=== design 1 ===
### Routed metal, one color a layer, design 1

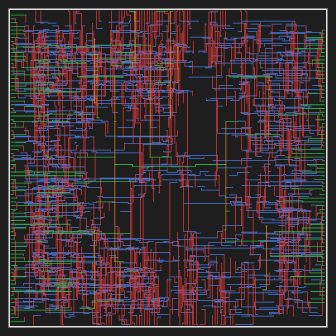
**config.mk**
```make
export PLATFORM = sky130hd
export DESIGN_NAME = dmem_arbiter
export DESIGN_NICKNAME = d
export VERILOG_FILES = /design/src/rtl/dmem_arbiter.sv
export SDC_FILE = /design/constraint.sdc
export NUM_CORES = 1
export LEC_CHECK = 0
export CORE_MARGIN = 1.5
export CORE_UTILIZATION = 43
export CTS_BUF_LIST = sky130_fd_sc_hd__clkbuf_4 sky130_fd_sc_hd__clkbuf_8
export CTS_CLUSTER_DIAMETER = 200
export DETAILED_ROUTE_END_ITERATION = 16
export MAX_ROUTING_LAYER = met4
export PLACE_DENSITY = 0.83
export SLEW_MARGIN = 25
export SYNTH_ARGS = -nofsm -noshare
export SYNTH_HDL_FRONTEND = slang
export SYNTH_SLANG_ARGS = --single-unit
```
**constraint.sdc**
```tcl
create_clock -name clk -period 5.2 [get_ports clk]
set_clock_uncertainty 0.2 [all_clocks]
set_input_delay 1.04 -clock clk [delete_from_list [all_inputs] [get_ports clk]]
set_output_delay 1.04 -clock clk [all_outputs]
set_load 0.02 [all_outputs]
```
**src/rtl/dmem_arbiter.sv**
```systemverilog
// Two-port arbiter and one-cycle access sequencer for the byte-addressed data memory.
// Port 0 is the core load/store path, port 1 the debug/DMA path; one request in flight at a time.
module dmem_arbiter #(
    parameter int ADDR_BITS = 10,
    parameter int FAIR      = 1
) (
    input  logic                 clk,
    input  logic                 rst,
    input  logic                 p0_valid,
    output logic                 p0_ready,
    input  logic                 p0_we,
    input  logic [ADDR_BITS-1:0] p0_addr,
    input  logic [31:0]          p0_wdata,
    input  logic [3:0]           p0_be,
    output logic                 p0_rsp_valid,
    output logic [31:0]          p0_rdata,
    input  logic                 p1_valid,
    output logic                 p1_ready,
    input  logic                 p1_we,
    input  logic [ADDR_BITS-1:0] p1_addr,
    input  logic [31:0]          p1_wdata,
    input  logic [3:0]           p1_be,
    output logic                 p1_rsp_valid,
    output logic [31:0]          p1_rdata,
    output logic                 mem_read,
    output logic                 mem_write,
    output logic [ADDR_BITS-1:0] mem_addr,
    output logic [31:0]          mem_wdata,
    output logic [3:0]           mem_be,
    input  logic [31:0]          mem_rdata
);

    typedef enum logic [1:0] {IDLE, ACCESS, RESP} state_t;

    state_t                 state_q, state_d;
    logic                   we_q, we_d;
    logic [ADDR_BITS-1:0]   addr_q, addr_d;
    logic [31:0]            wdata_q, wdata_d;
    logic [3:0]             be_q, be_d;
    logic                   port_q, port_d;
    logic                   last_grant_q, last_grant_d;
    logic [1:0]             rsp_valid_q, rsp_valid_d;
    logic [31:0]            rdata0_q, rdata0_d;
    logic [31:0]            rdata1_q, rdata1_d;
    logic                   grant0, grant1;

    // On a tie, round-robin hands the grant to whichever port did not win last time.
    always_comb begin
        grant0 = 1'b0;
        grant1 = 1'b0;
        if (state_q == IDLE) begin
            if (p0_valid && p1_valid) begin
                if ((FAIR != 0) && !last_grant_q) grant1 = 1'b1;
                else                              grant0 = 1'b1;
            end else begin
                grant0 = p0_valid;
                grant1 = p1_valid;
            end
        end
    end

    assign p0_ready = grant0;
    assign p1_ready = grant1;

    always_comb begin
        state_d      = state_q;
        we_d         = we_q;
        addr_d       = addr_q;
        wdata_d      = wdata_q;
        be_d         = be_q;
        port_d       = port_q;
        last_grant_d = last_grant_q;
        rsp_valid_d  = 2'b00;
        rdata0_d     = rdata0_q;
        rdata1_d     = rdata1_q;
        case (state_q)
            IDLE: begin
                if (grant0 || grant1) begin
                    we_d         = grant1 ? p1_we    : p0_we;
                    addr_d       = grant1 ? p1_addr  : p0_addr;
                    wdata_d      = grant1 ? p1_wdata : p0_wdata;
                    be_d         = grant1 ? p1_be    : p0_be;
                    port_d       = grant1;
                    last_grant_d = grant1;
                    state_d      = ACCESS;
                end
            end
            ACCESS: begin
                if (!we_q) begin
                    if (port_q) rdata1_d = mem_rdata;
                    else        rdata0_d = mem_rdata;
                end
                rsp_valid_d = port_q ? 2'b10 : 2'b01;
                state_d     = RESP;
            end
            RESP:    state_d = IDLE;
            default: state_d = IDLE;
        endcase
    end

    always_ff @(posedge clk or posedge rst) begin
        if (rst) begin
            state_q      <= IDLE;
            we_q         <= 1'b0;
            addr_q       <= '0;
            wdata_q      <= '0;
            be_q         <= '0;
            port_q       <= 1'b0;
            last_grant_q <= 1'b1;
            rsp_valid_q  <= 2'b00;
            rdata0_q     <= '0;
            rdata1_q     <= '0;
        end else begin
            state_q      <= state_d;
            we_q         <= we_d;
            addr_q       <= addr_d;
            wdata_q      <= wdata_d;
            be_q         <= be_d;
            port_q       <= port_d;
            last_grant_q <= last_grant_d;
            rsp_valid_q  <= rsp_valid_d;
            rdata0_q     <= rdata0_d;
            rdata1_q     <= rdata1_d;
        end
    end

    assign p0_rsp_valid = rsp_valid_q[0];
    assign p1_rsp_valid = rsp_valid_q[1];
    assign p0_rdata     = rdata0_q;
    assign p1_rdata     = rdata1_q;

    // Memory is only driven during the single ACCESS cycle; quiet otherwise.
    assign mem_read  = (state_q == ACCESS) && !we_q;
    assign mem_write = (state_q == ACCESS) &&  we_q;
    assign mem_addr  = (state_q == ACCESS) ? addr_q  : '0;
    assign mem_wdata = (state_q == ACCESS) ? wdata_q : '0;
    assign mem_be    = (state_q == ACCESS) ? be_q    : '0;

endmodule
```
==> flow_metrics.py <==
# Physical implementation metrics
metrics = {
    "outcome": {
        "outcome": "finished clean",
    },
    "critical_path": {
        "worstPathCellList": "nor2_4 > and3_2 > clkdlybuf4s50_1",
        "timing.rr.end": "wdata_q[20]",
        "crit_arrival_ns": 2.49,
        "ff2ff_path_depth": 5,
        "critical_path_cell_count": 3,
        "path_max_fanout": 41,
        "crit_path_end": "p1_ready",
        "cp_top_family": "simple AND/OR/NAND/NOR gates",
    },
    "yosys": {
        "netlist_top_cells_area": "dfrtp_1 54%, mux2_4 8.3%, o221ai_1 7.6%, mux2_2 6.7%, nand4_1 5.4%",
        "netlist_area_mm2": 0.005404,
        "synth_cell_types": 23,
        "postSynth.asyncResetShare_pct": 100.0,
        "synth-main-ff-cell": "dfrtp_1",
    },
    "grt": {
        "grtUsageMet2_pct": 41.31,
        "grt_max_degree": 82,
        "grt.met3_usage_pct": 6.220,
    },
    "power_and_ir_drop": {
        "power.leakage_nw": 3.514,
        "seqPwrFrac_pct": 29.9,
        "p_switching_mw": 2.094,
    },
    "timing": {
        "fin_crit_sh_pct": 71.71,
        "tns_ns": 0,
    },
    "layout": {
        "nClkBuffers": 22,
        "layout.nets": 836,
        "sh_comb_area_pct": 24.85,
        "bufAreaShareNonClock_pct": 30.16,
    },
    "clock_tree": {
        "htreeDepth": 4,
    },
}
## Picture notes: 'Routed metal, one color a layer' of design 1
- blue: metal 1 (wire length 6,300 um)
- red: metal 2 (wire length 7,800 um)
- green: metal 3 (wire length 1,350 um)
- orange: metal 4 (wire length 350 um)
DR WL/cell: 17.82 um
GR Util All Layers: 25.04%
DR vias: 4,810
Routed WL: 15,810 um

-- through the flow --
step	hold WS, ns	power [mW]	cell area, um2	setup slack (ns)
global route	0.3248	5.659	8313	1.360
global placement	0.2690	4.408	7894	1.595
detailed placement	0.2759	4.504	7894	1.615
CTS	0.2911	5.388	8302	1.256
floorplan	0.2727	3.318	5404	0.8609
finish	0.2878	5.360	8313	1.471
-- registers in the layout (all words and copies together), names as in the netlist --
register,count
last_grant_q,1
p1_rdata,32
be_q,4
state_q,2
addr_q,10
wdata_q,32
we_q,1
p0_rdata,32
rsp_valid_q,2
port_q,1

=== design 2 ===
### Routed metal, one color a layer, design 2

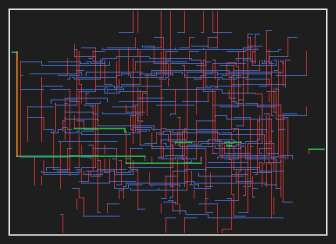
### Routing congestion, design 2

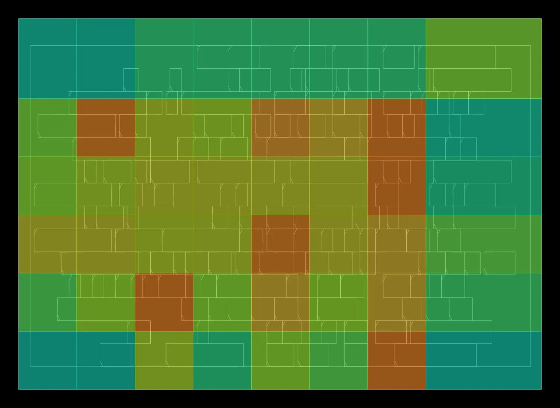
### M2 wires, design 2

Cells faint in the background.
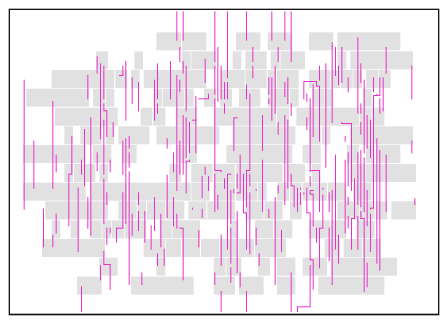
$ cat src/rtl/fifo_uart_tx.sv
// Drains the async FIFO read port onto a UART-style serial line:
// start bit, data LSB first, optional parity, one stop bit.
module fifo_uart_tx #(
    parameter int Data_width   = 8,
    parameter int Clks_per_bit = 16,
    parameter int Parity_en    = 0,
    parameter int Parity_odd   = 0
) (
    input  logic                  clk,
    input  logic                  rst,
    input  logic                  fifo_empty,
    output logic                  fifo_rd_en,
    input  logic [Data_width-1:0] fifo_data,
    output logic                  tx_out,
    output logic                  busy,
    output logic                  frame_done
);

    localparam int CW = (Clks_per_bit > 1) ? $clog2(Clks_per_bit) : 1;
    localparam int BW = $clog2(Data_width + 1);
    localparam logic [CW-1:0] BAUD_LAST = CW'(Clks_per_bit - 1);
    localparam logic [BW-1:0] BIT_LAST  = BW'(Data_width - 1);
    localparam logic          PAR_ODD   = (Parity_odd != 0);

    typedef enum logic [2:0] {
        IDLE, FETCH, LOAD, START, DATA, PARITY, STOP
    } state_t;

    state_t                state, nxt;
    logic [CW-1:0]         baud;
    logic [BW-1:0]         bitcnt;
    logic [Data_width-1:0] shreg;
    logic                  par;
    logic                  baud_end;

    assign baud_end = (baud == BAUD_LAST);

    always_comb begin
        nxt = state;
        case (state)
            IDLE:    if (!fifo_empty) nxt = FETCH;
            FETCH:   nxt = LOAD;
            LOAD:    nxt = START;
            START:   if (baud_end) nxt = DATA;
            DATA:    if (baud_end && bitcnt == BIT_LAST)
                         nxt = (Parity_en != 0) ? PARITY : STOP;
            PARITY:  if (baud_end) nxt = STOP;
            // Empty is sampled only at stop exit so a word arriving mid-frame waits.
            STOP:    if (baud_end) nxt = fifo_empty ? IDLE : FETCH;
            default: nxt = IDLE;
        endcase
    end

    always_ff @(posedge clk or negedge rst) begin
        if (!rst) begin
            state  <= IDLE;
            baud   <= '0;
            bitcnt <= '0;
            shreg  <= '0;
            par    <= 1'b0;
        end else begin
            state <= nxt;
            // Baud restarts on every state entry and wraps within a bit.
            if (nxt != state || baud_end) baud <= '0;
            else                          baud <= baud + 1'b1;
            if (state == LOAD) begin
                shreg  <= fifo_data;
                par    <= (^fifo_data) ^ PAR_ODD;
                bitcnt <= '0;
            end else if (state == DATA && baud_end) begin
                shreg  <= shreg >> 1;
                bitcnt <= bitcnt + 1'b1;
            end
        end
    end

    // Outputs decode from state/registers only, so reset forces the line high at once.
    always_comb begin
        tx_out     = 1'b1;
        fifo_rd_en = 1'b0;
        busy       = (state != IDLE);
        frame_done = 1'b0;
        case (state)
            FETCH:   fifo_rd_en = 1'b1;
            START:   tx_out = 1'b0;
            DATA:    tx_out = shreg[0];
            PARITY:  tx_out = par;
            STOP:    frame_done = baud_end;
            default: ;
        endcase
    end

endmodule

$ cat config.mk
export PLATFORM = sky130hd
export DESIGN_NAME = fifo_uart_tx
export DESIGN_NICKNAME = d
export VERILOG_FILES = /design/src/rtl/fifo_uart_tx.sv
export SDC_FILE = /design/constraint.sdc
export NUM_CORES = 1
export LEC_CHECK = 0
export CAP_MARGIN = 10
export CORE_ASPECT_RATIO = 0.7
export CORE_MARGIN = 1
export CORE_UTILIZATION = 43
export DETAILED_ROUTE_END_ITERATION = 10
export PLACE_DENSITY = 0.65
export SLEW_MARGIN = 20
export SYNTH_ARGS = -nofsm -noshare
export SYNTH_HDL_FRONTEND = slang
export SYNTH_SLANG_ARGS = --single-unit
export TNS_END_PERCENT = 5
$ cat constraint.sdc
create_clock -name clk -period 1.6 [get_ports clk]
set_input_delay 0.16 -clock clk [delete_from_list [all_inputs] [get_ports clk]]
set_output_delay 0.16 -clock clk [all_outputs]
set_load 0.01 [all_outputs]
==> flow_metrics.py <==
# Physical implementation metrics
metrics = {
    "outcome": {
        "outcome": "finished clean",
    },
    "drt": {
        "first_iter_violations": 54,
        "wl_met2_um": 1061,
    },
    "power_and_ir_drop": {
        "p_per_area_mw_per_mm2": 607.4,
        "irDropWorstVdd_v": 0.0004234,
    },
    "placement": {
        "io_buffers": 14,
        "dp_hpwl_um": 1596,
    },
    "yosys": {
        "synth_cell_types": 31,
        "synthTopCellsByCount": "20 x dfrtp_1, 17 x a21oi_1, 16 x nand2_1",
        "netlist_top_cells_area": "dfrtp_1 46%, a21oi_1 7.9%, xnor2_1 7.3%, nand2_1 5.5%, nor2_1 4.8%",
    },
    "critical_path": {
        "slowest_stage": "dfrtp_1",
        "worst-setup-path-type": "register to output port",
    },
    "timing": {
        "setup_ws_ns": 0.07625,
    },
    "clock_tree": {
        "clk-insertion-delay-late_ns": 0.30,
    },
    "layout": {
        "diodes": 0,
    },
}
About 'Routed metal, one color a layer' of design 2:
- red: metal 2 (wire length 1,060 um)
- green: metal 3 (wire length 61.8 um)
- orange: metal 4 (wire length 20.4 um)
- blue: metal 1 (wire length 1,190 um)
Routed WL: 2336 um
DR vias: 917
GR Util All Layers: 20.56%
DR WL/cell: 12.98 um

About 'Routing congestion' of design 2:
met2 usage: 30.64%
Final Util: 62.96%
busiest layer in global routing: met2
met3 usage: 6.269%
met1 usage: 29.00%

About 'M2 wires' of design 2:
- longest straight run: 18.7 um
- main direction: vertical
- share of all routed wire: 45%

==> area by class of cell <==
cell class / count / area, um2
repair buffers: 32 / 281.5
multi-input cells: 91 / 566.8
fillers: 199 / 837.1
flip-flops and latches: 20 / 504.2
clock buffers: 3 / 22.52
inverters: 2 / 7.507
well taps: 32 / 40.04
==> power groups by stage <==
stage	logic [mW]	registers [mW]	clock network (mW)
2_1_floorplan	0.0468	0.542	0
3_3_place_gp	0.0941	0.544	0
3_5_place_dp	0.0949	0.545	0
4_1_cts	0.0943	0.535	0.246
5_1_grt	0.104	0.537	0.268
6_report	0.0935	0.535	0.235

=== design 3 ===
### Signal wires on met3, design 3

Scale bar: 20 um. Cells faint in the background.
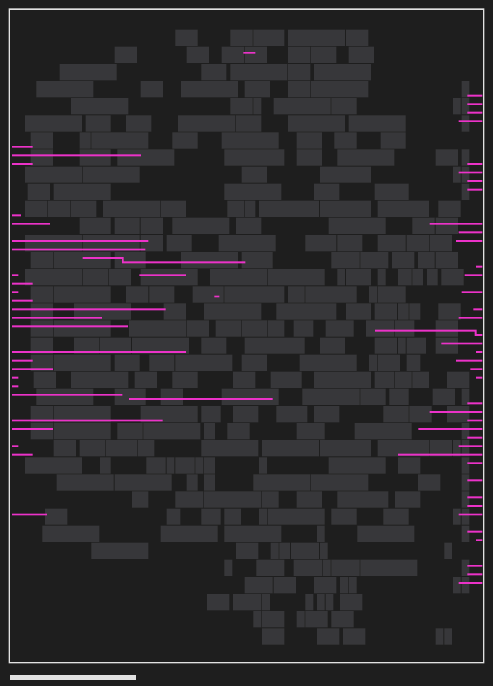
### Clock network drawn from the DEF, design 3

Scale bar: 20 um.
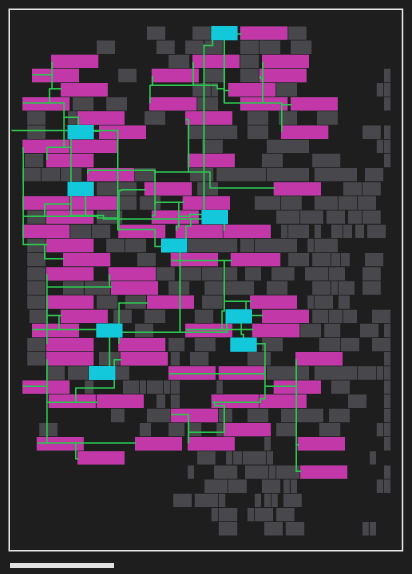
### Routing congestion, design 3

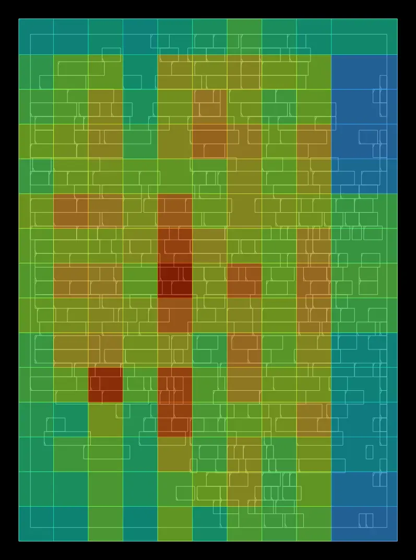
==> src/rtl/io_port_controller_if.sv <==
// Board I/O bundle for io_port_controller: raw board inputs, datapath ports and display drive.
// master = board/datapath side, slave = the controller.
interface io_port_controller_if;
    logic [7:0]  raw_switches;
    logic        raw_load_btn;
    logic [31:0] outport_Data;
    logic [31:0] input_Data;
    logic        input_valid;
    logic [7:0]  anode;
    logic [6:0]  seg;

    modport master (
        output raw_switches,
        output raw_load_btn,
        output outport_Data,
        input  input_Data,
        input  input_valid,
        input  anode,
        input  seg
    );

    modport slave (
        input  raw_switches,
        input  raw_load_btn,
        input  outport_Data,
        output input_Data,
        output input_valid,
        output anode,
        output seg
    );
endinterface

==> src/rtl/io_port_controller.sv <==
// Board I/O stage: synchronised/debounced switch load into the datapath inport, and an
// 8-digit multiplexed hex display of the outport. Optional macro IO_BLANK_LEADING_ZERO_EN blanks leading zeros.
module io_port_controller #(
    parameter int DEBOUNCE_CYCLES = 16,
    parameter int SCAN_DIV        = 4
) (
    input logic                 clk,
    input logic                 clr,
    io_port_controller_if.slave io
);

    localparam int CNT_W = $clog2(DEBOUNCE_CYCLES);
    localparam int DIV_W = (SCAN_DIV > 1) ? $clog2(SCAN_DIV) : 1;

    logic [7:0]       sw_meta;
    logic [7:0]       sw_sync;
    logic             btn_meta;
    logic             btn_sync;

    logic             btn_state;
    logic [CNT_W-1:0] cnt;
    logic             btn_differs;
    logic             cnt_tc;
    logic             commit_rise;

    logic [DIV_W-1:0] div;
    logic             div_tc;
    logic [2:0]       idx;
    logic [31:0]      snapshot;
    logic [3:0]       nibble;
    logic             blank;

    logic [31:0]      input_data_q;
    logic             input_valid_q;

    // Two-flop synchronisers; nothing downstream looks at the raw pins.
    always_ff @(posedge clk or posedge clr) begin
        if (clr) begin
            sw_meta  <= 8'd0;
            sw_sync  <= 8'd0;
            btn_meta <= 1'b0;
            btn_sync <= 1'b0;
        end else begin
            sw_meta  <= io.raw_switches;
            sw_sync  <= sw_meta;
            btn_meta <= io.raw_load_btn;
            btn_sync <= btn_meta;
        end
    end

    assign btn_differs = (btn_sync != btn_state);
    assign cnt_tc      = (cnt == CNT_W'(DEBOUNCE_CYCLES - 1));
    assign commit_rise = btn_differs && cnt_tc && btn_sync;

    // Any cycle where the synchronised button agrees with the committed state restarts the count.
    always_ff @(posedge clk or posedge clr) begin
        if (clr) begin
            btn_state <= 1'b0;
            cnt       <= '0;
        end else if (!btn_differs) begin
            cnt <= '0;
        end else if (cnt_tc) begin
            btn_state <= btn_sync;
            cnt       <= '0;
        end else begin
            cnt <= cnt + 1'b1;
        end
    end

    always_ff @(posedge clk or posedge clr) begin
        if (clr) begin
            input_data_q  <= 32'd0;
            input_valid_q <= 1'b0;
        end else begin
            input_valid_q <= commit_rise;
            if (commit_rise) begin
                input_data_q <= {24'd0, sw_sync};
            end
        end
    end

    assign div_tc = (div == DIV_W'(SCAN_DIV - 1));

    // The snapshot only moves on the 7->0 wrap so a scan never mixes old and new digits.
    always_ff @(posedge clk or posedge clr) begin
        if (clr) begin
            div      <= '0;
            idx      <= 3'd0;
            snapshot <= 32'd0;
        end else if (div_tc) begin
            div <= '0;
            idx <= idx + 3'd1;
            if (idx == 3'd7) begin
                snapshot <= io.outport_Data;
            end
        end else begin
            div <= div + 1'b1;
        end
    end

    always_comb begin
        nibble = snapshot[{idx, 2'b00} +: 4];
`ifdef IO_BLANK_LEADING_ZERO_EN
        blank = (idx != 3'd0) && ((snapshot >> {idx, 2'b00}) == 32'd0);
`else
        blank = 1'b0;
`endif
    end

    always_comb begin
        io.seg = 7'h7F;
        if (!blank) begin
            case (nibble)
                4'h0: io.seg = 7'h40;
                4'h1: io.seg = 7'h79;
                4'h2: io.seg = 7'h24;
                4'h3: io.seg = 7'h30;
                4'h4: io.seg = 7'h19;
                4'h5: io.seg = 7'h12;
                4'h6: io.seg = 7'h02;
                4'h7: io.seg = 7'h78;
                4'h8: io.seg = 7'h00;
                4'h9: io.seg = 7'h10;
                4'hA: io.seg = 7'h08;
                4'hB: io.seg = 7'h03;
                4'hC: io.seg = 7'h46;
                4'hD: io.seg = 7'h21;
                4'hE: io.seg = 7'h06;
                default: io.seg = 7'h0E;
            endcase
        end
    end

    assign io.anode       = ~(8'd1 << idx);
    assign io.input_Data  = input_data_q;
    assign io.input_valid = input_valid_q;

endmodule

==> src/flat_wrapper.sv <==
// flat-port wrapper written by rule: the top's interface ports become plain ports
module io_port_controller_flat 
#(
    parameter int DEBOUNCE_CYCLES = 16,
    parameter int SCAN_DIV        = 4
)
  (clk, clr, io_raw_switches, io_raw_load_btn, io_outport_Data, io_input_Data, io_input_valid, io_anode, io_seg);
  io_port_controller_if io_i ();
  input logic clk;
  input logic clr;
  input wire logic [$bits(io_i.raw_switches)-1:0] io_raw_switches;
  input wire logic [$bits(io_i.raw_load_btn)-1:0] io_raw_load_btn;
  input wire logic [$bits(io_i.outport_Data)-1:0] io_outport_Data;
  output wire logic [$bits(io_i.input_Data)-1:0] io_input_Data;
  output wire logic [$bits(io_i.input_valid)-1:0] io_input_valid;
  output wire logic [$bits(io_i.anode)-1:0] io_anode;
  output wire logic [$bits(io_i.seg)-1:0] io_seg;
  assign io_i.raw_switches = io_raw_switches;
  assign io_i.raw_load_btn = io_raw_load_btn;
  assign io_i.outport_Data = io_outport_Data;
  assign io_input_Data = io_i.input_Data;
  assign io_input_valid = io_i.input_valid;
  assign io_anode = io_i.anode;
  assign io_seg = io_i.seg;
  io_port_controller #(.DEBOUNCE_CYCLES(DEBOUNCE_CYCLES), .SCAN_DIV(SCAN_DIV)) u_core (.clk(clk), .clr(clr), .io(io_i));
endmodule
==> config.mk <==
export PLATFORM = sky130hd
export DESIGN_NAME = io_port_controller_flat
export DESIGN_NICKNAME = d
export VERILOG_FILES = /design/src/rtl/io_port_controller_if.sv /design/src/rtl/io_port_controller.sv /design/src/flat_wrapper.sv
export SDC_FILE = /design/constraint.sdc
export NUM_CORES = 1
export LEC_CHECK = 0
export CAP_MARGIN = 20
export CORE_ASPECT_RATIO = 1.4
export CORE_MARGIN = 2
export CORE_UTILIZATION = 45
export DETAILED_ROUTE_END_ITERATION = 10
export GPL_TIMING_DRIVEN = 1
export PLACE_DENSITY = 0.74
export SLEW_MARGIN = 30
export SYNTH_ARGS = -nofsm -noshare
export SYNTH_HDL_FRONTEND = slang
export SYNTH_SLANG_ARGS = --single-unit
==> constraint.sdc <==
create_clock -name clk -period 4.43 [get_ports clk]
set_clock_uncertainty 0.05 [all_clocks]
set_input_delay 1.1075 -clock clk [delete_from_list [all_inputs] [get_ports clk]]
set_output_delay 1.1075 -clock clk [all_outputs]
set_load 0.02 [all_outputs]
==> flow_metrics.py <==
# Physical implementation metrics
metrics = {
    "outcome": {
        "outcome": "finished clean",
    },
    "layout": {
        "fin_cells": 398,
        "layout.nets": 355,
    },
    "placement": {
        "place.gp.congestion": 0.7929,
        "dp.cells": 382,
        "placed_area_mm2": 0.003884,
        "preCtsSetupSlack_ns": 0.2807,
    },
    "grt": {
        "grt_pass1_vias": 1998,
    },
    "drt": {
        "maxUsedRoutingLayer": "met4",
    },
    "critical_path": {
        "critPathLaunch": "u_core.idx[0]",
        "crit_path_end_kind": "output port",
    },
    "clock_tree": {
        "post_cts_buffers": 0,
    },
    "yosys": {
        "edf_count": 0,
        "synth_seq_share_pct": 54.03,
        "synth_cells": 224,
        "yosys_warnings": 0,
    },
    "floorplanning": {
        "coreArea_mm2": 0.006937,
        "core_util_floorplan_pct": 46.07,
    },
    "run": {
        "drv_cap": 0,
    },
}
## Picture notes: 'Signal wires on met3' of design 3
- wire length on this layer: 430 um
- longest straight run: 27.4 um
- main direction: horizontal
- share of all routed wire: 7.9%
- nets with wire on the layer: 65
met3 usage: 5.837%
DR vias: 1,886

## Picture notes: 'Clock network drawn from the DEF' of design 3
- green: clock wires (length 754 um)
- magenta: flip-flops (count 69)
- cyan: clock drivers (count 9)
- routed clock nets: 10
clk pwr: 0.445 mW
Clock Latency Late Sink: 0.33 ns
Clock power frac: 35.6%

## Picture notes: 'Routing congestion' of design 3
Final Util: 58.80%
GR Util All Layers: 15.73%
met2 usage: 25.31%

flip-flops by register name, indices dropped and copies added, names as in the netlist:
signal / cells
u_core.io.input_Data: 8
u_core.btn_state: 1
u_core.btn_meta: 1
u_core.io.input_valid: 1
u_core.btn_sync: 1
u_core.snapshot: 32
u_core.idx: 3
u_core.sw_sync: 8
u_core.cnt: 4
u_core.div: 2
u_core.sw_meta: 8
area by class of cell:
class	instances	area, um2
clock inverter	4	22.52
tap	95	118.9
inverter	11	41.29
multi-input combinational	135	1308
sequential	69	1728
clock buffer	12	155.1
timing repair buffer	72	705.7
fill	561	2858

=== design 4 ===
===== src/rtl/add_sub_pkg.sv =====
// Shared definitions for the chunked adder/subtractor.
//   state_e   : control FSM states (IDLE / RUN / DONE)
//   OP_ADD/SUB: encoding of the Sub input
//   idx_width : width of the chunk index counter (never below 1 bit)
package add_sub_pkg;

    typedef enum logic [1:0] {
        ST_IDLE = 2'd0,
        ST_RUN  = 2'd1,
        ST_DONE = 2'd2
    } state_e;

    localparam logic OP_ADD = 1'b0;
    localparam logic OP_SUB = 1'b1;

    function automatic int idx_width(input int nchunk);
        return (nchunk > 1) ? $clog2(nchunk) : 1;
    endfunction

endpackage


===== src/rtl/chunk_adder.sv =====
// Combinational CHUNK-bit ripple adder, the single arithmetic stage shared
// by every RUN cycle of chunked_add_sub.
//   a_i, b_i  : CHUNK-bit operand slices
//   c_i       : carry in
//   sum_o     : CHUNK-bit sum
//   cout_o    : carry out of the top bit
//   cmsb_o    : carry into the top bit (used for signed overflow)
module chunk_adder #(
    parameter int CHUNK = 4
) (
    input  logic [CHUNK-1:0] a_i,
    input  logic [CHUNK-1:0] b_i,
    input  logic             c_i,
    output logic [CHUNK-1:0] sum_o,
    output logic             cout_o,
    output logic             cmsb_o
);
    logic [CHUNK:0] c;

    assign c[0] = c_i;

    for (genvar i = 0; i < CHUNK; i++) begin : g_bit
        one_bit_adder u_fa (
            .a_i (a_i[i]),
            .b_i (b_i[i]),
            .c_i (c[i]),
            .s_o (sum_o[i]),
            .c_o (c[i+1])
        );
    end

    assign cout_o = c[CHUNK];
    assign cmsb_o = c[CHUNK-1];
endmodule


===== src/rtl/one_bit_adder.sv =====
// Full adder cell used to build the ripple chain.
//   a_i, b_i, c_i : operand bits and carry in
//   s_o, c_o      : sum bit and carry out
module one_bit_adder (
    input  logic a_i,
    input  logic b_i,
    input  logic c_i,
    output logic s_o,
    output logic c_o
);
    assign s_o = a_i ^ b_i ^ c_i;
    assign c_o = (a_i & b_i) | (c_i & (a_i ^ b_i));
endmodule


===== src/rtl/chunked_add_sub.sv =====
// Multi-cycle WIDTH-bit adder/subtractor processing CHUNK bits per clock.
// Ports:
//   Clk, Reset     : clock, synchronous active-high reset
//   Start, Enable  : request (taken only in IDLE with Enable=1); Enable=0 stalls RUN
//   Sub, A, B, Cin : operation and operands, sampled with an accepted Start
//   Ready, Done    : IDLE indicator; one-cycle result-valid pulse
//   Sum            : result register
//   Cout, Overflow : carry out of MSB (Sub: 1 = no borrow); signed overflow
//   Zero           : Sum == 0, updated with the final chunk
module chunked_add_sub
    import add_sub_pkg::*;
#(
    parameter int WIDTH = 16,
    parameter int CHUNK = 4
) (
    input  logic             Clk,
    input  logic             Reset,
    input  logic             Start,
    input  logic             Sub,
    input  logic [WIDTH-1:0] A,
    input  logic [WIDTH-1:0] B,
    input  logic             Cin,
    input  logic             Enable,
    output logic             Ready,
    output logic             Done,
    output logic [WIDTH-1:0] Sum,
    output logic             Cout,
    output logic             Overflow,
    output logic             Zero
);
    localparam int NCHUNK = WIDTH / CHUNK;
    localparam int IDXW   = idx_width(NCHUNK);
    localparam logic [IDXW-1:0] LAST = IDXW'(NCHUNK - 1);

    state_e           state_q, state_d;
    logic [WIDTH-1:0] a_q, a_d, b_q, b_d, sum_q, sum_d;
    logic [IDXW-1:0]  idx_q, idx_d;
    logic             carry_q, carry_d;
    logic             cout_q, cout_d, ovf_q, ovf_d, zero_q, zero_d;

    logic [CHUNK-1:0] a_chunk, b_chunk, ch_sum;
    logic             ch_cout, ch_cmsb;
    int               base;

    // Slice of the current chunk; idx_q never exceeds LAST so the select
    // always stays inside the operand.
    always_comb begin
        base    = int'(idx_q) * CHUNK;
        a_chunk = a_q[base +: CHUNK];
        b_chunk = b_q[base +: CHUNK];
    end

    chunk_adder #(.CHUNK(CHUNK)) u_chunk (
        .a_i    (a_chunk),
        .b_i    (b_chunk),
        .c_i    (carry_q),
        .sum_o  (ch_sum),
        .cout_o (ch_cout),
        .cmsb_o (ch_cmsb)
    );

    always_comb begin
        state_d = state_q;
        a_d     = a_q;
        b_d     = b_q;
        carry_d = carry_q;
        idx_d   = idx_q;
        sum_d   = sum_q;
        cout_d  = cout_q;
        ovf_d   = ovf_q;
        zero_d  = zero_q;

        case (state_q)
            ST_IDLE: begin
                if (Start && Enable) begin
                    // Subtraction as A + ~B + ~Cin: invert B, and the borrow-in
                    // becomes an inverted carry-in.
                    a_d     = A;
                    b_d     = (Sub == OP_ADD) ? B : ~B;
                    carry_d = Cin ^ (Sub == OP_SUB);
                    idx_d   = '0;
                    sum_d   = '0;
                    state_d = ST_RUN;
                end
            end
            ST_RUN: begin
                if (Enable) begin
                    sum_d[base +: CHUNK] = ch_sum;
                    carry_d              = ch_cout;
                    if (idx_q == LAST) begin
                        cout_d  = ch_cout;
                        ovf_d   = ch_cmsb ^ ch_cout;
                        zero_d  = (sum_d == '0);
                        state_d = ST_DONE;
                    end else begin
                        idx_d = idx_q + 1'b1;
                    end
                end
            end
            ST_DONE: state_d = ST_IDLE;
            default: state_d = ST_IDLE;
        endcase
    end

    always_ff @(posedge Clk) begin
        if (Reset) begin
            state_q <= ST_IDLE;
            a_q     <= '0;
            b_q     <= '0;
            carry_q <= 1'b0;
            idx_q   <= '0;
            sum_q   <= '0;
            cout_q  <= 1'b0;
            ovf_q   <= 1'b0;
            zero_q  <= 1'b1;
        end else begin
            state_q <= state_d;
            a_q     <= a_d;
            b_q     <= b_d;
            carry_q <= carry_d;
            idx_q   <= idx_d;
            sum_q   <= sum_d;
            cout_q  <= cout_d;
            ovf_q   <= ovf_d;
            zero_q  <= zero_d;
        end
    end

    assign Ready    = (state_q == ST_IDLE);
    assign Done     = (state_q == ST_DONE);
    assign Sum      = sum_q;
    assign Cout     = cout_q;
    assign Overflow = ovf_q;
    assign Zero     = zero_q;
endmodule

===== config.mk =====
export PLATFORM = sky130hd
export DESIGN_NAME = chunked_add_sub
export DESIGN_NICKNAME = d
export VERILOG_FILES = /design/src/rtl/add_sub_pkg.sv /design/src/rtl/chunk_adder.sv /design/src/rtl/one_bit_adder.sv /design/src/rtl/chunked_add_sub.sv
export SDC_FILE = /design/constraint.sdc
export NUM_CORES = 1
export LEC_CHECK = 0
export ABC_AREA = 1
export ABC_CLOCK_PERIOD_IN_PS = 3590
export CAP_MARGIN = 0
export CORE_MARGIN = 4
export CORE_UTILIZATION = 52
export CTS_CLUSTER_SIZE = 25
export DETAILED_ROUTE_END_ITERATION = 10
export PLACE_DENSITY = 0.83
export SLEW_MARGIN = 10
export SYNTH_ARGS = -nofsm -noshare
export SYNTH_HDL_FRONTEND = slang
export SYNTH_SLANG_ARGS = --single-unit

===== constraint.sdc =====
create_clock -name Clk -period 3.59 [get_ports Clk]
set_input_delay 0.5385 -clock Clk [delete_from_list [all_inputs] [get_ports Clk]]
set_output_delay 0.5385 -clock Clk [all_outputs]
set_load 0.05 [all_outputs]

==> flow_metrics.py <==
# Physical implementation metrics
metrics = {
    "power_and_ir_drop": {
        "p_clk_mw": 0.408,
        "swShare_pct": 28.67,
        "combinationalPowerShare_pct": 21.9,
    },
    "yosys": {
        "postSynth.asyncResetShare_pct": 0,
        "synth_top_cell_by_count": "nand2_1",
        "synth-main-ff-cell": "dfxtp_1",
        "ys_cells": 410,
    },
    "critical_path": {
        "timing.critical_path.buf_inv": 3,
        "cp.required_ns": 3.81,
        "critPathLaunch": "idx_q[0]",
        "slowest_stage": "fa_1",
        "crit_path_end_kind": "register",
    },
    "outcome": {
        "outcome": "finished clean",
    },
    "clock_tree": {
        "htreeDepth": 2,
        "hold_buffers": 0,
        "clockBufferDepth": 2,
        "tritoncts": "built",
    },
    "worst_hold_path": {
        "hold_path.startpoint": "b_q[12]",
    },
    "grt": {
        "grt_pass1_wl_um": 11660,
        "antenna_found_initial": 0,
        "grt_remaining_overflow": 0,
        "grt_max_degree": 37,
    },
    "floorplanning": {
        "io_pins": 59,
    },
    "placement": {
        "io_buffers": 58,
        "place.gp.congestion": 0.9173,
        "preCtsSetupSlack_ns": 0.3270,
    },
    "run": {
        "warning_count": 31,
    },
    "timing": {
        "fmax_mhz": 303.4,
    },
    "drt": {
        "wl_met1_um": 2891,
    },
}
==> cell families after synthesis <==
logic type	share of synthesized area (%)
buffers and inverters	8.131
XOR/XNOR	4.987
adder cells (fa/ha/maj)	5.197
flip-flops	37.55
AND-OR/OR-AND	19.11
AND/OR/NAND/NOR	25.02
==> cell type report <==
type	instances	area, um2	area share [%]
Clock inverter	2	35.03	0.9511
Timing Repair Buffer	64	625.6	16.98
Sequential cell	56	1121	30.43
Multi-Input combinational cell	304	1622	44.02
Tap cell	72	90.09	2.446
Clock buffer	6	72.57	1.970
Inverter	30	117.6	3.193
### M2 wires, design 4

Cells faint in the background.
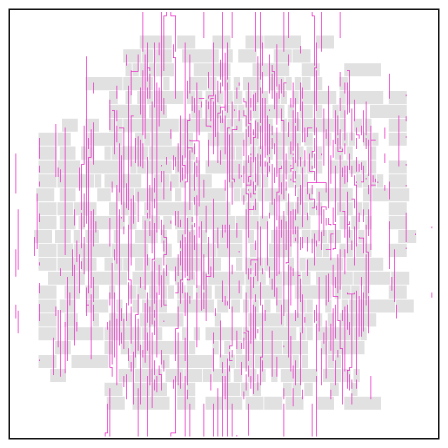
- longest straight run: 32.6 um
- wire length on this layer: 3,480 um
- share of all routed wire: 50%
Routed WL: 6891 um
met2 usage: 35.79%

### Signal wires on met3, design 4

Scale bar: 20 um. Cells faint in the background.
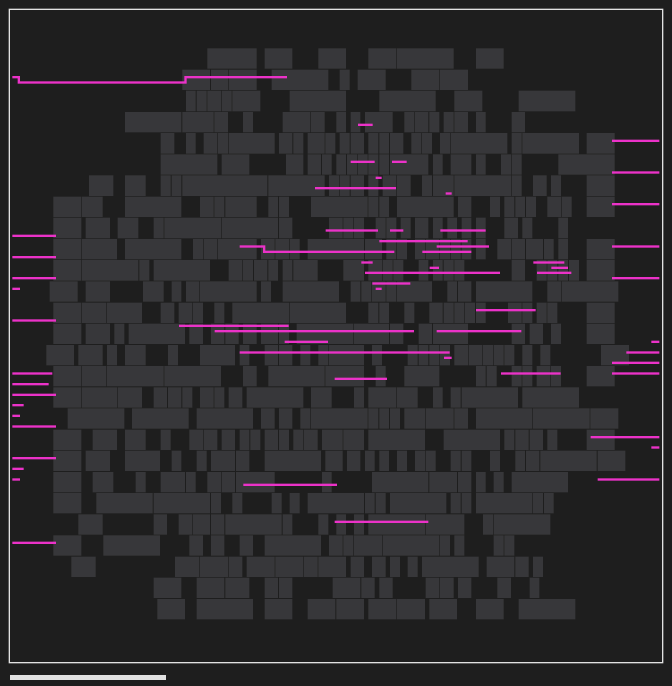
- main direction: horizontal
- nets with wire on the layer: 51
- wire length on this layer: 388 um
- share of all routed wire: 5.6%
- longest straight run: 26.7 um
DR vias: 2,794
met3 usage: 3.751%


=== design 5 ===
### Routed metal, one color a layer, design 5

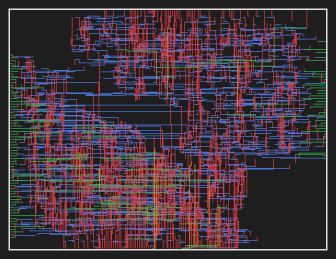
### Signal wires on met3, design 5

Scale bar: 50 um. Cells faint in the background.
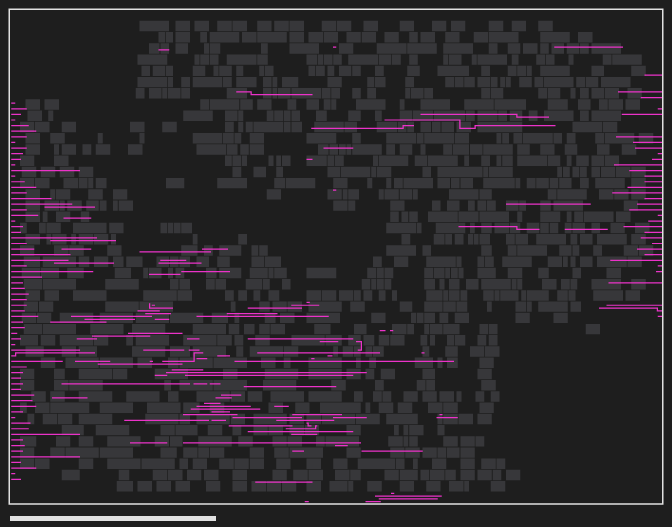
**config.mk**
```make
export PLATFORM = sky130hd
export DESIGN_NAME = retire_ctrl
export DESIGN_NICKNAME = d
export VERILOG_FILES = /design/src/rtl/retire_ctrl.sv
export SDC_FILE = /design/constraint.sdc
export NUM_CORES = 1
export LEC_CHECK = 0
export CORE_ASPECT_RATIO = 0.75
export CORE_MARGIN = 2
export CORE_UTILIZATION = 35
export CTS_BUF_LIST = sky130_fd_sc_hd__clkbuf_2 sky130_fd_sc_hd__clkbuf_4 sky130_fd_sc_hd__clkbuf_8
export DETAILED_ROUTE_END_ITERATION = 7
export GPL_TIMING_DRIVEN = 0
export PLACE_DENSITY = 0.65
export SLEW_MARGIN = 30
export SYNTH_ARGS = -nofsm -noshare
export SYNTH_HDL_FRONTEND = slang
export SYNTH_SLANG_ARGS = --single-unit
```
**constraint.sdc**
```tcl
create_clock -name clock -period 6.27 [get_ports clock]
set_clock_uncertainty 0.2 [all_clocks]
set_input_delay 1.254 -clock clock [delete_from_list [all_inputs] [get_ports clock]]
set_output_delay 1.254 -clock clock [all_outputs]
set_load 0.02 [all_outputs]
```
**src/rtl/retire_ctrl.sv**
```systemverilog
// retire_ctrl: in-order retirement at the ROB head, one-per-cycle store commit handshake,
// halt drain FSM and retired-instruction counter. Optional RETIRE_WATCHDOG_EN adds a deadlock flag.
`ifndef N
`define N 4
`endif
`ifndef NUM_SCALAR_BITS
`define NUM_SCALAR_BITS 3
`endif
`ifndef PHYS_REG_SZ_R10K
`define PHYS_REG_SZ_R10K 64
`endif

package retire_ctrl_pkg;
   typedef logic [$clog2(`PHYS_REG_SZ_R10K)-1:0] PHYS_REG_IDX;
   typedef struct packed {
      PHYS_REG_IDX T_new;
      PHYS_REG_IDX T_old;
      logic        has_dest;
      logic        is_store;
      logic        halt;
   } ROB_PACKET;
endpackage

module retire_ctrl
   import retire_ctrl_pkg::*;
#(
   parameter int unsigned CNT_W           = 64,
   parameter int unsigned WATCHDOG_CYCLES = 1024
) (
   input  logic                          clock,
   input  logic                          reset,
   input  ROB_PACKET [`N-1:0]            rob_outputs,
   input  logic [`NUM_SCALAR_BITS-1:0]   rob_outputs_valid,
   input  logic [`PHYS_REG_SZ_R10K-1:0]  complete_list_exposed,
   output logic                          sq_retire_req,
   input  logic                          sq_retire_ack,
   input  logic                          sq_empty,
   output logic [`NUM_SCALAR_BITS-1:0]   num_retiring,
   output PHYS_REG_IDX [`N-1:0]          phys_regs_retiring,
   output logic                          halt_retired,
   output logic [CNT_W-1:0]              retired_count,
   output logic                          retire_deadlock
);

   typedef enum logic [1:0] {RUN, DRAIN, HALTED} state_t;

   state_t            r_state;
   state_t            w_state_next;
   logic [CNT_W-1:0]  r_count;
   logic              w_scan;
   logic              w_take;
   logic              w_halt_retiring;
   PHYS_REG_IDX       w_freed;

   always_comb begin
      w_state_next       = r_state;
      num_retiring       = '0;
      phys_regs_retiring = '0;
      sq_retire_req      = 1'b0;
      w_halt_retiring    = 1'b0;
      w_scan             = 1'b0;
      w_take             = 1'b0;
      w_freed            = '0;
      case (r_state)
         RUN: begin
            w_scan = reset;
            for (int unsigned i = 0; i < `N; i++) begin
               w_freed = rob_outputs[i].has_dest ? rob_outputs[i].T_old : rob_outputs[i].T_new;
               if (w_scan) begin
                  // A freed reg of 0 would alias the hardwired zero reg, so such a slot holds the scan.
                  if (i >= 32'(rob_outputs_valid) || !complete_list_exposed[rob_outputs[i].T_new]
                      || w_freed == '0) begin
                     w_scan = 1'b0;
                  end else begin
                     w_take = rob_outputs[i].is_store ? sq_retire_ack : 1'b1;
                     if (rob_outputs[i].is_store)
                        sq_retire_req = 1'b1;
                     if (w_take) begin
                        num_retiring          = `NUM_SCALAR_BITS'(i + 1);
                        phys_regs_retiring[i] = w_freed;
                        if (rob_outputs[i].halt)
                           w_halt_retiring = 1'b1;
                     end
                     if (rob_outputs[i].is_store || rob_outputs[i].halt || !w_take)
                        w_scan = 1'b0;
                  end
               end
            end
            if (w_halt_retiring)
               w_state_next = DRAIN;
         end
         DRAIN: begin
            if (sq_empty)
               w_state_next = HALTED;
         end
         default: begin
            w_state_next = HALTED;
         end
      endcase
   end

   always_ff @(posedge clock) begin
      if (!reset) begin
         r_state <= RUN;
         r_count <= '0;
      end else begin
         r_state <= w_state_next;
         if (r_state == RUN)
            r_count <= r_count + CNT_W'(num_retiring);
      end
   end

   assign retired_count = r_count;
   assign halt_retired  = reset && (r_state == HALTED);

`ifdef RETIRE_WATCHDOG_EN
   localparam int unsigned WD_W = $clog2(WATCHDOG_CYCLES + 1);

   logic [WD_W-1:0] r_wd_cnt;
   logic            r_deadlock;

   always_ff @(posedge clock) begin
      if (!reset) begin
         r_wd_cnt   <= '0;
         r_deadlock <= 1'b0;
      end else if (r_state == RUN) begin
         if (num_retiring != '0) begin
            r_wd_cnt <= '0;
         end else if (rob_outputs_valid != '0 && r_wd_cnt < WD_W'(WATCHDOG_CYCLES)) begin
            r_wd_cnt <= r_wd_cnt + 1'b1;
            if (r_wd_cnt == WD_W'(WATCHDOG_CYCLES - 1))
               r_deadlock <= 1'b1;
         end
      end
   end

   assign retire_deadlock = reset && r_deadlock;
`else
   assign retire_deadlock = 1'b0;
`endif

endmodule

```
==> flow_metrics.py <==
# Physical implementation metrics
metrics = {
    "outcome": {
        "outcome": "finished clean",
    },
    "timing": {
        "drv_slew": 0,
    },
    "placement": {
        "io_buffers": 210,
        "place.gp.congestion": 0.9311,
    },
    "floorplanning": {
        "core_util_floorplan_pct": 35.45,
    },
    "critical_path": {
        "timing.rr.end": "retired_count[62]",
    },
    "layout": {
        "most-common-layout-cells": "199 x clkdlybuf4s50_1, 66 x dfxtp_1, 57 x mux4_2, 50 x mux2i_1, 47 x and2_1",
        "register_area_mm2": 0.001321,
        "final_area_mm2": 0.009107,
    },
    "drt": {
        "postRouteAntennaNets": 0,
    },
    "yosys": {
        "avgSynthCellArea_um2": 9.722,
        "synth_nets": 775,
    },
    "power_and_ir_drop": {
        "power.internal_mw": 0.8611,
        "power.leakage_nw": 3.369,
    },
    "run": {
        "drv_cap": 0,
    },
    "clock_tree": {
        "post_cts_buffers": 3,
    },
}
Notes on 'Routed metal, one color a layer' of design 5 above:
- red: metal 2 (wire length 9,400 um)
- blue: metal 1 (wire length 9,780 um)
- orange: metal 4 (wire length 352 um)
- green: metal 3 (wire length 1,700 um)
Routed WL: 21,230 um
GR Util All Layers: 22.23%
DR vias: 6,226

Notes on 'Signal wires on met3' of design 5 above:
- main direction: horizontal
- wire length on this layer: 1,700 um
- nets with wire on the layer: 176
- longest straight run: 52.9 um
met3 usage: 5.349%

[power by group through the flow]
stage          Combinational, mW  Sequential [mW]  Clock, mW
2_1_floorplan              0.198            0.439          0
3_3_place_gp               0.365            0.436          0
3_5_place_dp               0.368            0.436          0
4_1_cts                    0.370            0.426      0.410
5_1_grt                    0.414            0.427      0.426
6_report                   0.389            0.427      0.400
[per-layer routing]
metal | GRT usage (%) | up-vias | routed length, um
met2 | 33.89 | 292 | 9402
met5 | 0 | - | 0
met1 | 32.09 | 3006 | 9776
li1 | - | 2899 | -
met4 | 4.448 | 0 | 352
met3 | 5.349 | 29 | 1698

=== design 6 ===
### Clock network drawn from the DEF, design 6

Scale bar: 20 um.
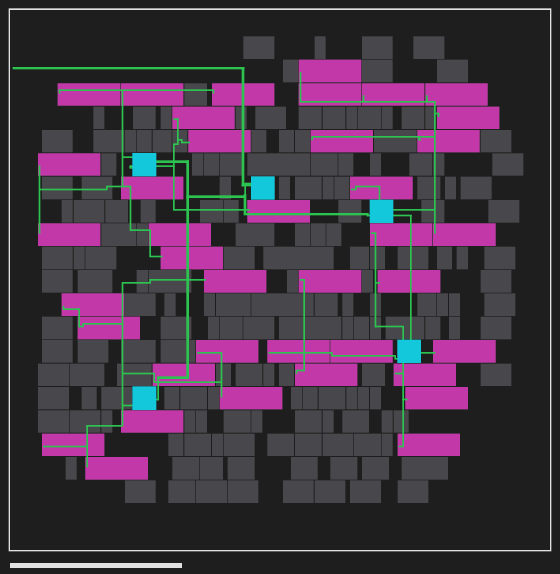
### Routed metal, one color a layer, design 6

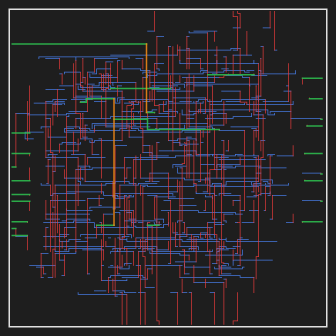
### M2 wires, design 6

Cells faint in the background.
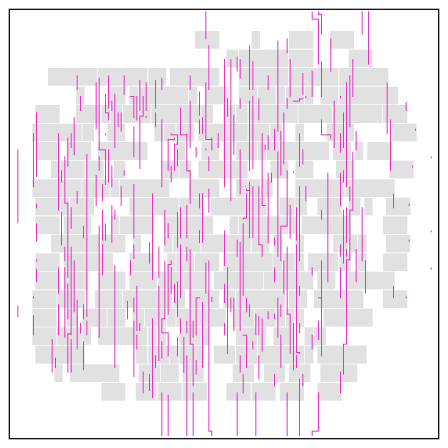
### src/rtl/serial_signed_adder.sv
// Digit-serial two's-complement adder/subtractor: DIGIT bits per clock, LSB first,
// through a registered-carry ripple slice, with signed overflow, carry-out and saturation.
module serial_signed_adder #(
  parameter int WIDTH = 8,
  parameter int DIGIT = 2
) (
  input  logic             clk,
  input  logic             rst,
  input  logic             start,
  input  logic [WIDTH-1:0] A,
  input  logic [WIDTH-1:0] B,
  input  logic             sub,
  input  logic             sat,
  output logic             busy,
  output logic             done,
  output logic [WIDTH-1:0] Sum,
  output logic             overflow,
  output logic             cout,
  output logic             dbg_state_o
);

  localparam int NDIG = WIDTH / DIGIT;
  localparam int CW   = (NDIG > 1) ? $clog2(NDIG) : 1;

  generate
    if (WIDTH < 2 || DIGIT < 1 || (WIDTH % DIGIT) != 0) begin : g_bad_params
      $error("serial_signed_adder: WIDTH must be >= 2 and an exact multiple of DIGIT");
    end
  endgenerate

  typedef enum logic {
    IDLE = 1'b0,
    RUN  = 1'b1
  } state_t;

  // Handshake: start is sampled only in IDLE; busy is high from the accept edge until
  // the final digit edge; done is a single-cycle pulse in the cycle results update.
  state_t           state_q, state_d;
  logic [WIDTH-1:0] a_q, a_d;
  logic [WIDTH-1:0] b_q, b_d;
  logic [WIDTH-1:0] res_q, res_d;
  logic             carry_q, carry_d;
  logic [CW-1:0]    cnt_q, cnt_d;
  logic             sat_q, sat_d;
  logic             a_sign_q, a_sign_d;
  logic [WIDTH-1:0] sum_q, sum_d;
  logic             ovf_q, ovf_d;
  logic             cout_q, cout_d;
  logic             done_q, done_d;

  logic [DIGIT:0]   slice_sum;
  logic             slice_msb_cin;
  logic [WIDTH-1:0] slice_w;
  logic [WIDTH-1:0] res_shift;
  logic             last_digit;

  assign slice_sum = {1'b0, a_q[DIGIT-1:0]} + {1'b0, b_q[DIGIT-1:0]}
                   + {{DIGIT{1'b0}}, carry_q};
  // The carry into the slice's top bit is recovered from that bit's sum and inputs.
  assign slice_msb_cin = a_q[DIGIT-1] ^ b_q[DIGIT-1] ^ slice_sum[DIGIT-1];
  assign last_digit    = (cnt_q == CW'(NDIG - 1));

  always_comb begin
    slice_w              = '0;
    slice_w[DIGIT-1:0]   = slice_sum[DIGIT-1:0];
    res_shift            = (res_q >> DIGIT) | (slice_w << (WIDTH - DIGIT));
  end

  always_comb begin
    state_d  = state_q;
    a_d      = a_q;
    b_d      = b_q;
    res_d    = res_q;
    carry_d  = carry_q;
    cnt_d    = cnt_q;
    sat_d    = sat_q;
    a_sign_d = a_sign_q;
    sum_d    = sum_q;
    ovf_d    = ovf_q;
    cout_d   = cout_q;
    done_d   = 1'b0;
    case (state_q)
      IDLE: begin
        if (start) begin
          state_d  = RUN;
          a_d      = A;
          b_d      = B ^ {WIDTH{sub}};
          res_d    = '0;
          carry_d  = sub;
          cnt_d    = '0;
          sat_d    = sat;
          a_sign_d = A[WIDTH-1];
        end
      end
      RUN: begin
        a_d     = a_q >> DIGIT;
        b_d     = b_q >> DIGIT;
        res_d   = res_shift;
        carry_d = slice_sum[DIGIT];
        cnt_d   = cnt_q + CW'(1);
        if (last_digit) begin
          state_d = IDLE;
          ovf_d   = slice_msb_cin ^ slice_sum[DIGIT];
          cout_d  = slice_sum[DIGIT];
          done_d  = 1'b1;
          if (sat_q && ovf_d) begin
            sum_d = a_sign_q ? {1'b1, {(WIDTH-1){1'b0}}} : {1'b0, {(WIDTH-1){1'b1}}};
          end else begin
            sum_d = res_shift;
          end
        end
      end
      default: state_d = IDLE;
    endcase
  end

  always_ff @(posedge clk) begin
    if (rst) begin
      state_q  <= IDLE;
      a_q      <= '0;
      b_q      <= '0;
      res_q    <= '0;
      carry_q  <= 1'b0;
      cnt_q    <= '0;
      sat_q    <= 1'b0;
      a_sign_q <= 1'b0;
      sum_q    <= '0;
      ovf_q    <= 1'b0;
      cout_q   <= 1'b0;
      done_q   <= 1'b0;
    end else begin
      state_q  <= state_d;
      a_q      <= a_d;
      b_q      <= b_d;
      res_q    <= res_d;
      carry_q  <= carry_d;
      cnt_q    <= cnt_d;
      sat_q    <= sat_d;
      a_sign_q <= a_sign_d;
      sum_q    <= sum_d;
      ovf_q    <= ovf_d;
      cout_q   <= cout_d;
      done_q   <= done_d;
    end
  end

  assign busy        = (state_q == RUN);
  assign done        = done_q;
  assign Sum         = sum_q;
  assign overflow    = ovf_q;
  assign cout        = cout_q;
  assign dbg_state_o = state_q;

endmodule

### config.mk
export PLATFORM = sky130hd
export DESIGN_NAME = serial_signed_adder
export DESIGN_NICKNAME = d
export VERILOG_FILES = /design/src/rtl/serial_signed_adder.sv
export SDC_FILE = /design/constraint.sdc
export NUM_CORES = 1
export LEC_CHECK = 0
export CAP_MARGIN = 40
export CORE_MARGIN = 3
export CORE_UTILIZATION = 54
export DETAILED_ROUTE_END_ITERATION = 6
export PLACE_DENSITY = 0.91
export RECOVER_POWER = 25
export SKIP_CTS_REPAIR_TIMING = 1
export SLEW_MARGIN = 20
export SYNTH_ARGS = -nofsm -noshare
export SYNTH_HDL_FRONTEND = slang
export SYNTH_SLANG_ARGS = --single-unit
### constraint.sdc
create_clock -name clk -period 3.7 [get_ports clk]
set_input_delay 0.74 -clock clk [delete_from_list [all_inputs] [get_ports clk]]
set_output_delay 0.74 -clock clk [all_outputs]
set_load 0.02 [all_outputs]
==> flow_metrics.py <==
# Physical implementation metrics
metrics = {
    "power_and_ir_drop": {
        "power_mw": 0.8291,
        "power.internal_mw": 0.6219,
    },
    "drt": {
        "wl_met1_um": 1517,
        "met3RoutedLength_um": 131,
        "wl_met2_um": 1394,
        "maxUsedRoutingLayer": "met4",
    },
    "clock_tree": {
        "clk_pin_slew_ns": 0.11,
        "cts_root_buffer": "clkbuf_4",
        "tritoncts": "built",
    },
    "floorplanning": {
        "coreArea_mm2": 0.003078,
        "core_util_floorplan_pct": 56.75,
    },
    "grt": {
        "antenna_found_initial": 0,
        "grt_max_degree": 45,
        "met1_usage_pct": 22.52,
        "grt_pass1_wl_um": 5299,
    },
    "layout": {
        "layout.nets": 240,
        "final_area_mm2": 0.002163,
        "mostFrequentLayoutCell": "dfxtp_1",
    },
    "outcome": {
        "outcome": "finished clean",
    },
    "timing": {
        "tns_ns": 0,
        "hold_viol_final": 0,
    },
    "yosys": {
        "ys_sh_xor_pct": 5.301,
    },
    "run": {
        "warning_count": 27,
    },
}
About 'Clock network drawn from the DEF' of design 6:
- magenta: flip-flops (count 39)
- green: clock wires (length 417 um)
- cyan: clock drivers (count 5)
- routed clock nets: 6
Clock power frac: 29.2%
clk pwr: 0.242 mW
Clock Latency Late Sink: 0.34 ns
Max Clock Skew: 0.009232 ns

About 'Routed metal, one color a layer' of design 6:
- red: metal 2 (wire length 1,390 um)
- orange: metal 4 (wire length 38.8 um)
- blue: metal 1 (wire length 1,520 um)
- green: metal 3 (wire length 131 um)
DR WL/cell: 11.85 um
GR Util All Layers: 16.68%

About 'M2 wires' of design 6:
- nets with wire on the layer: 189
- share of all routed wire: 45%
- longest straight run: 25.0 um
- main direction: vertical
- wire length on this layer: 1,390 um
met2 usage: 25.16%
Routed WL: 3082 um
DR vias: 1,338

==> cell type report <==
class,count,area (um2),area share (%)
Clock buffer,8,68.82,3.181
Sequential cell,39,780.7,36.09
Timing Repair Buffer,37,367.9,17.00
Multi-Input combinational cell,131,887.1,41.01
Tap cell,44,55.05,2.545
Inverter,1,3.754,0.1735
==> flip-flops by register name, summed over array words and instances (netlist names) <==
name and cells:
Sum 8, a_q 8, a_sign_q 1, b_q 8, busy 1, carry_q 1, cnt_q 2, cout 1
done 1, overflow 1, res_q 6, sat_q 1


==> gallery <==
Signal wires on met3.
Scale bar: 20 um. Cells faint in the background.
Plate I
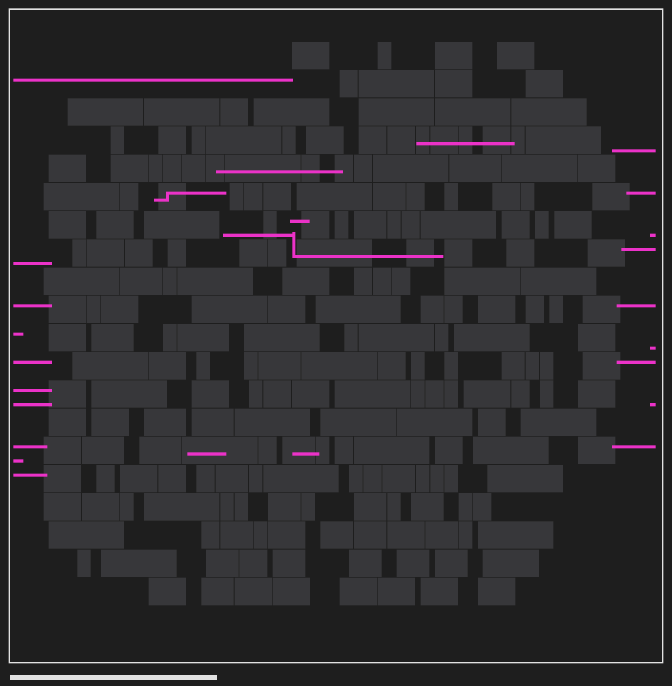
Plate II
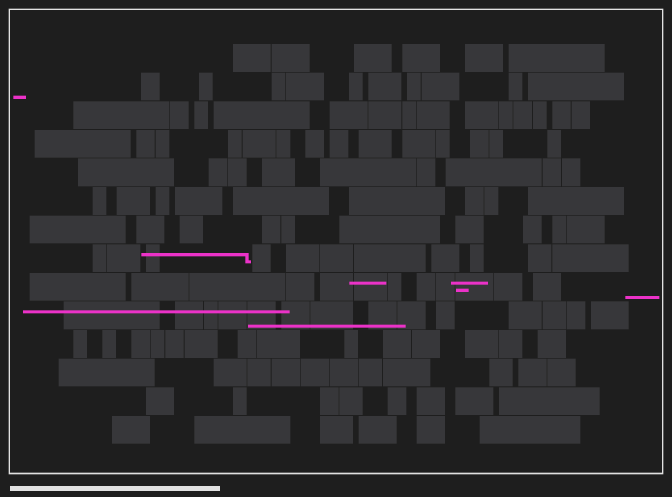
Plate III
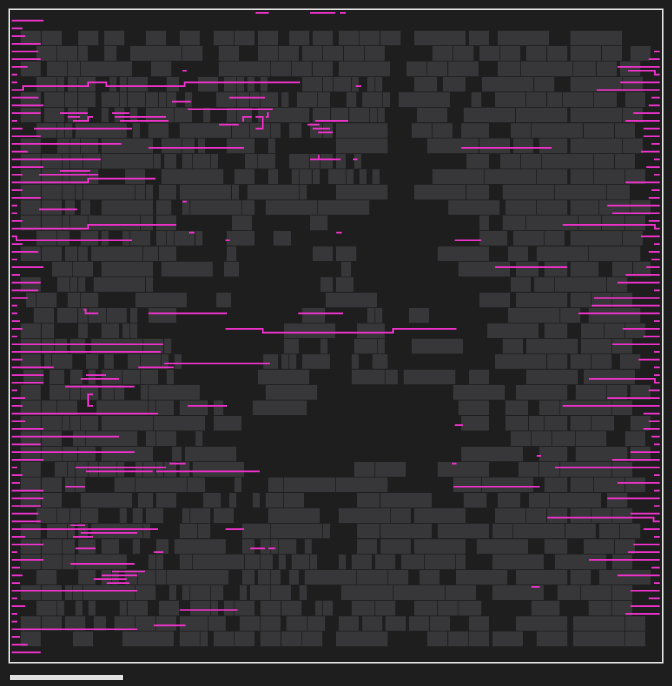
The one with the smallest die is Plate II.
The one with the largest die is Plate III.
Plate II comes from design 2.
Plate III comes from design 1.
Plate I comes from design 6.

Key to Plate II:
- main direction: horizontal
- longest straight run: 25.1 um
- share of all routed wire: 2.7%

No activity file was given, so power comes from the tool's default toggle rates.
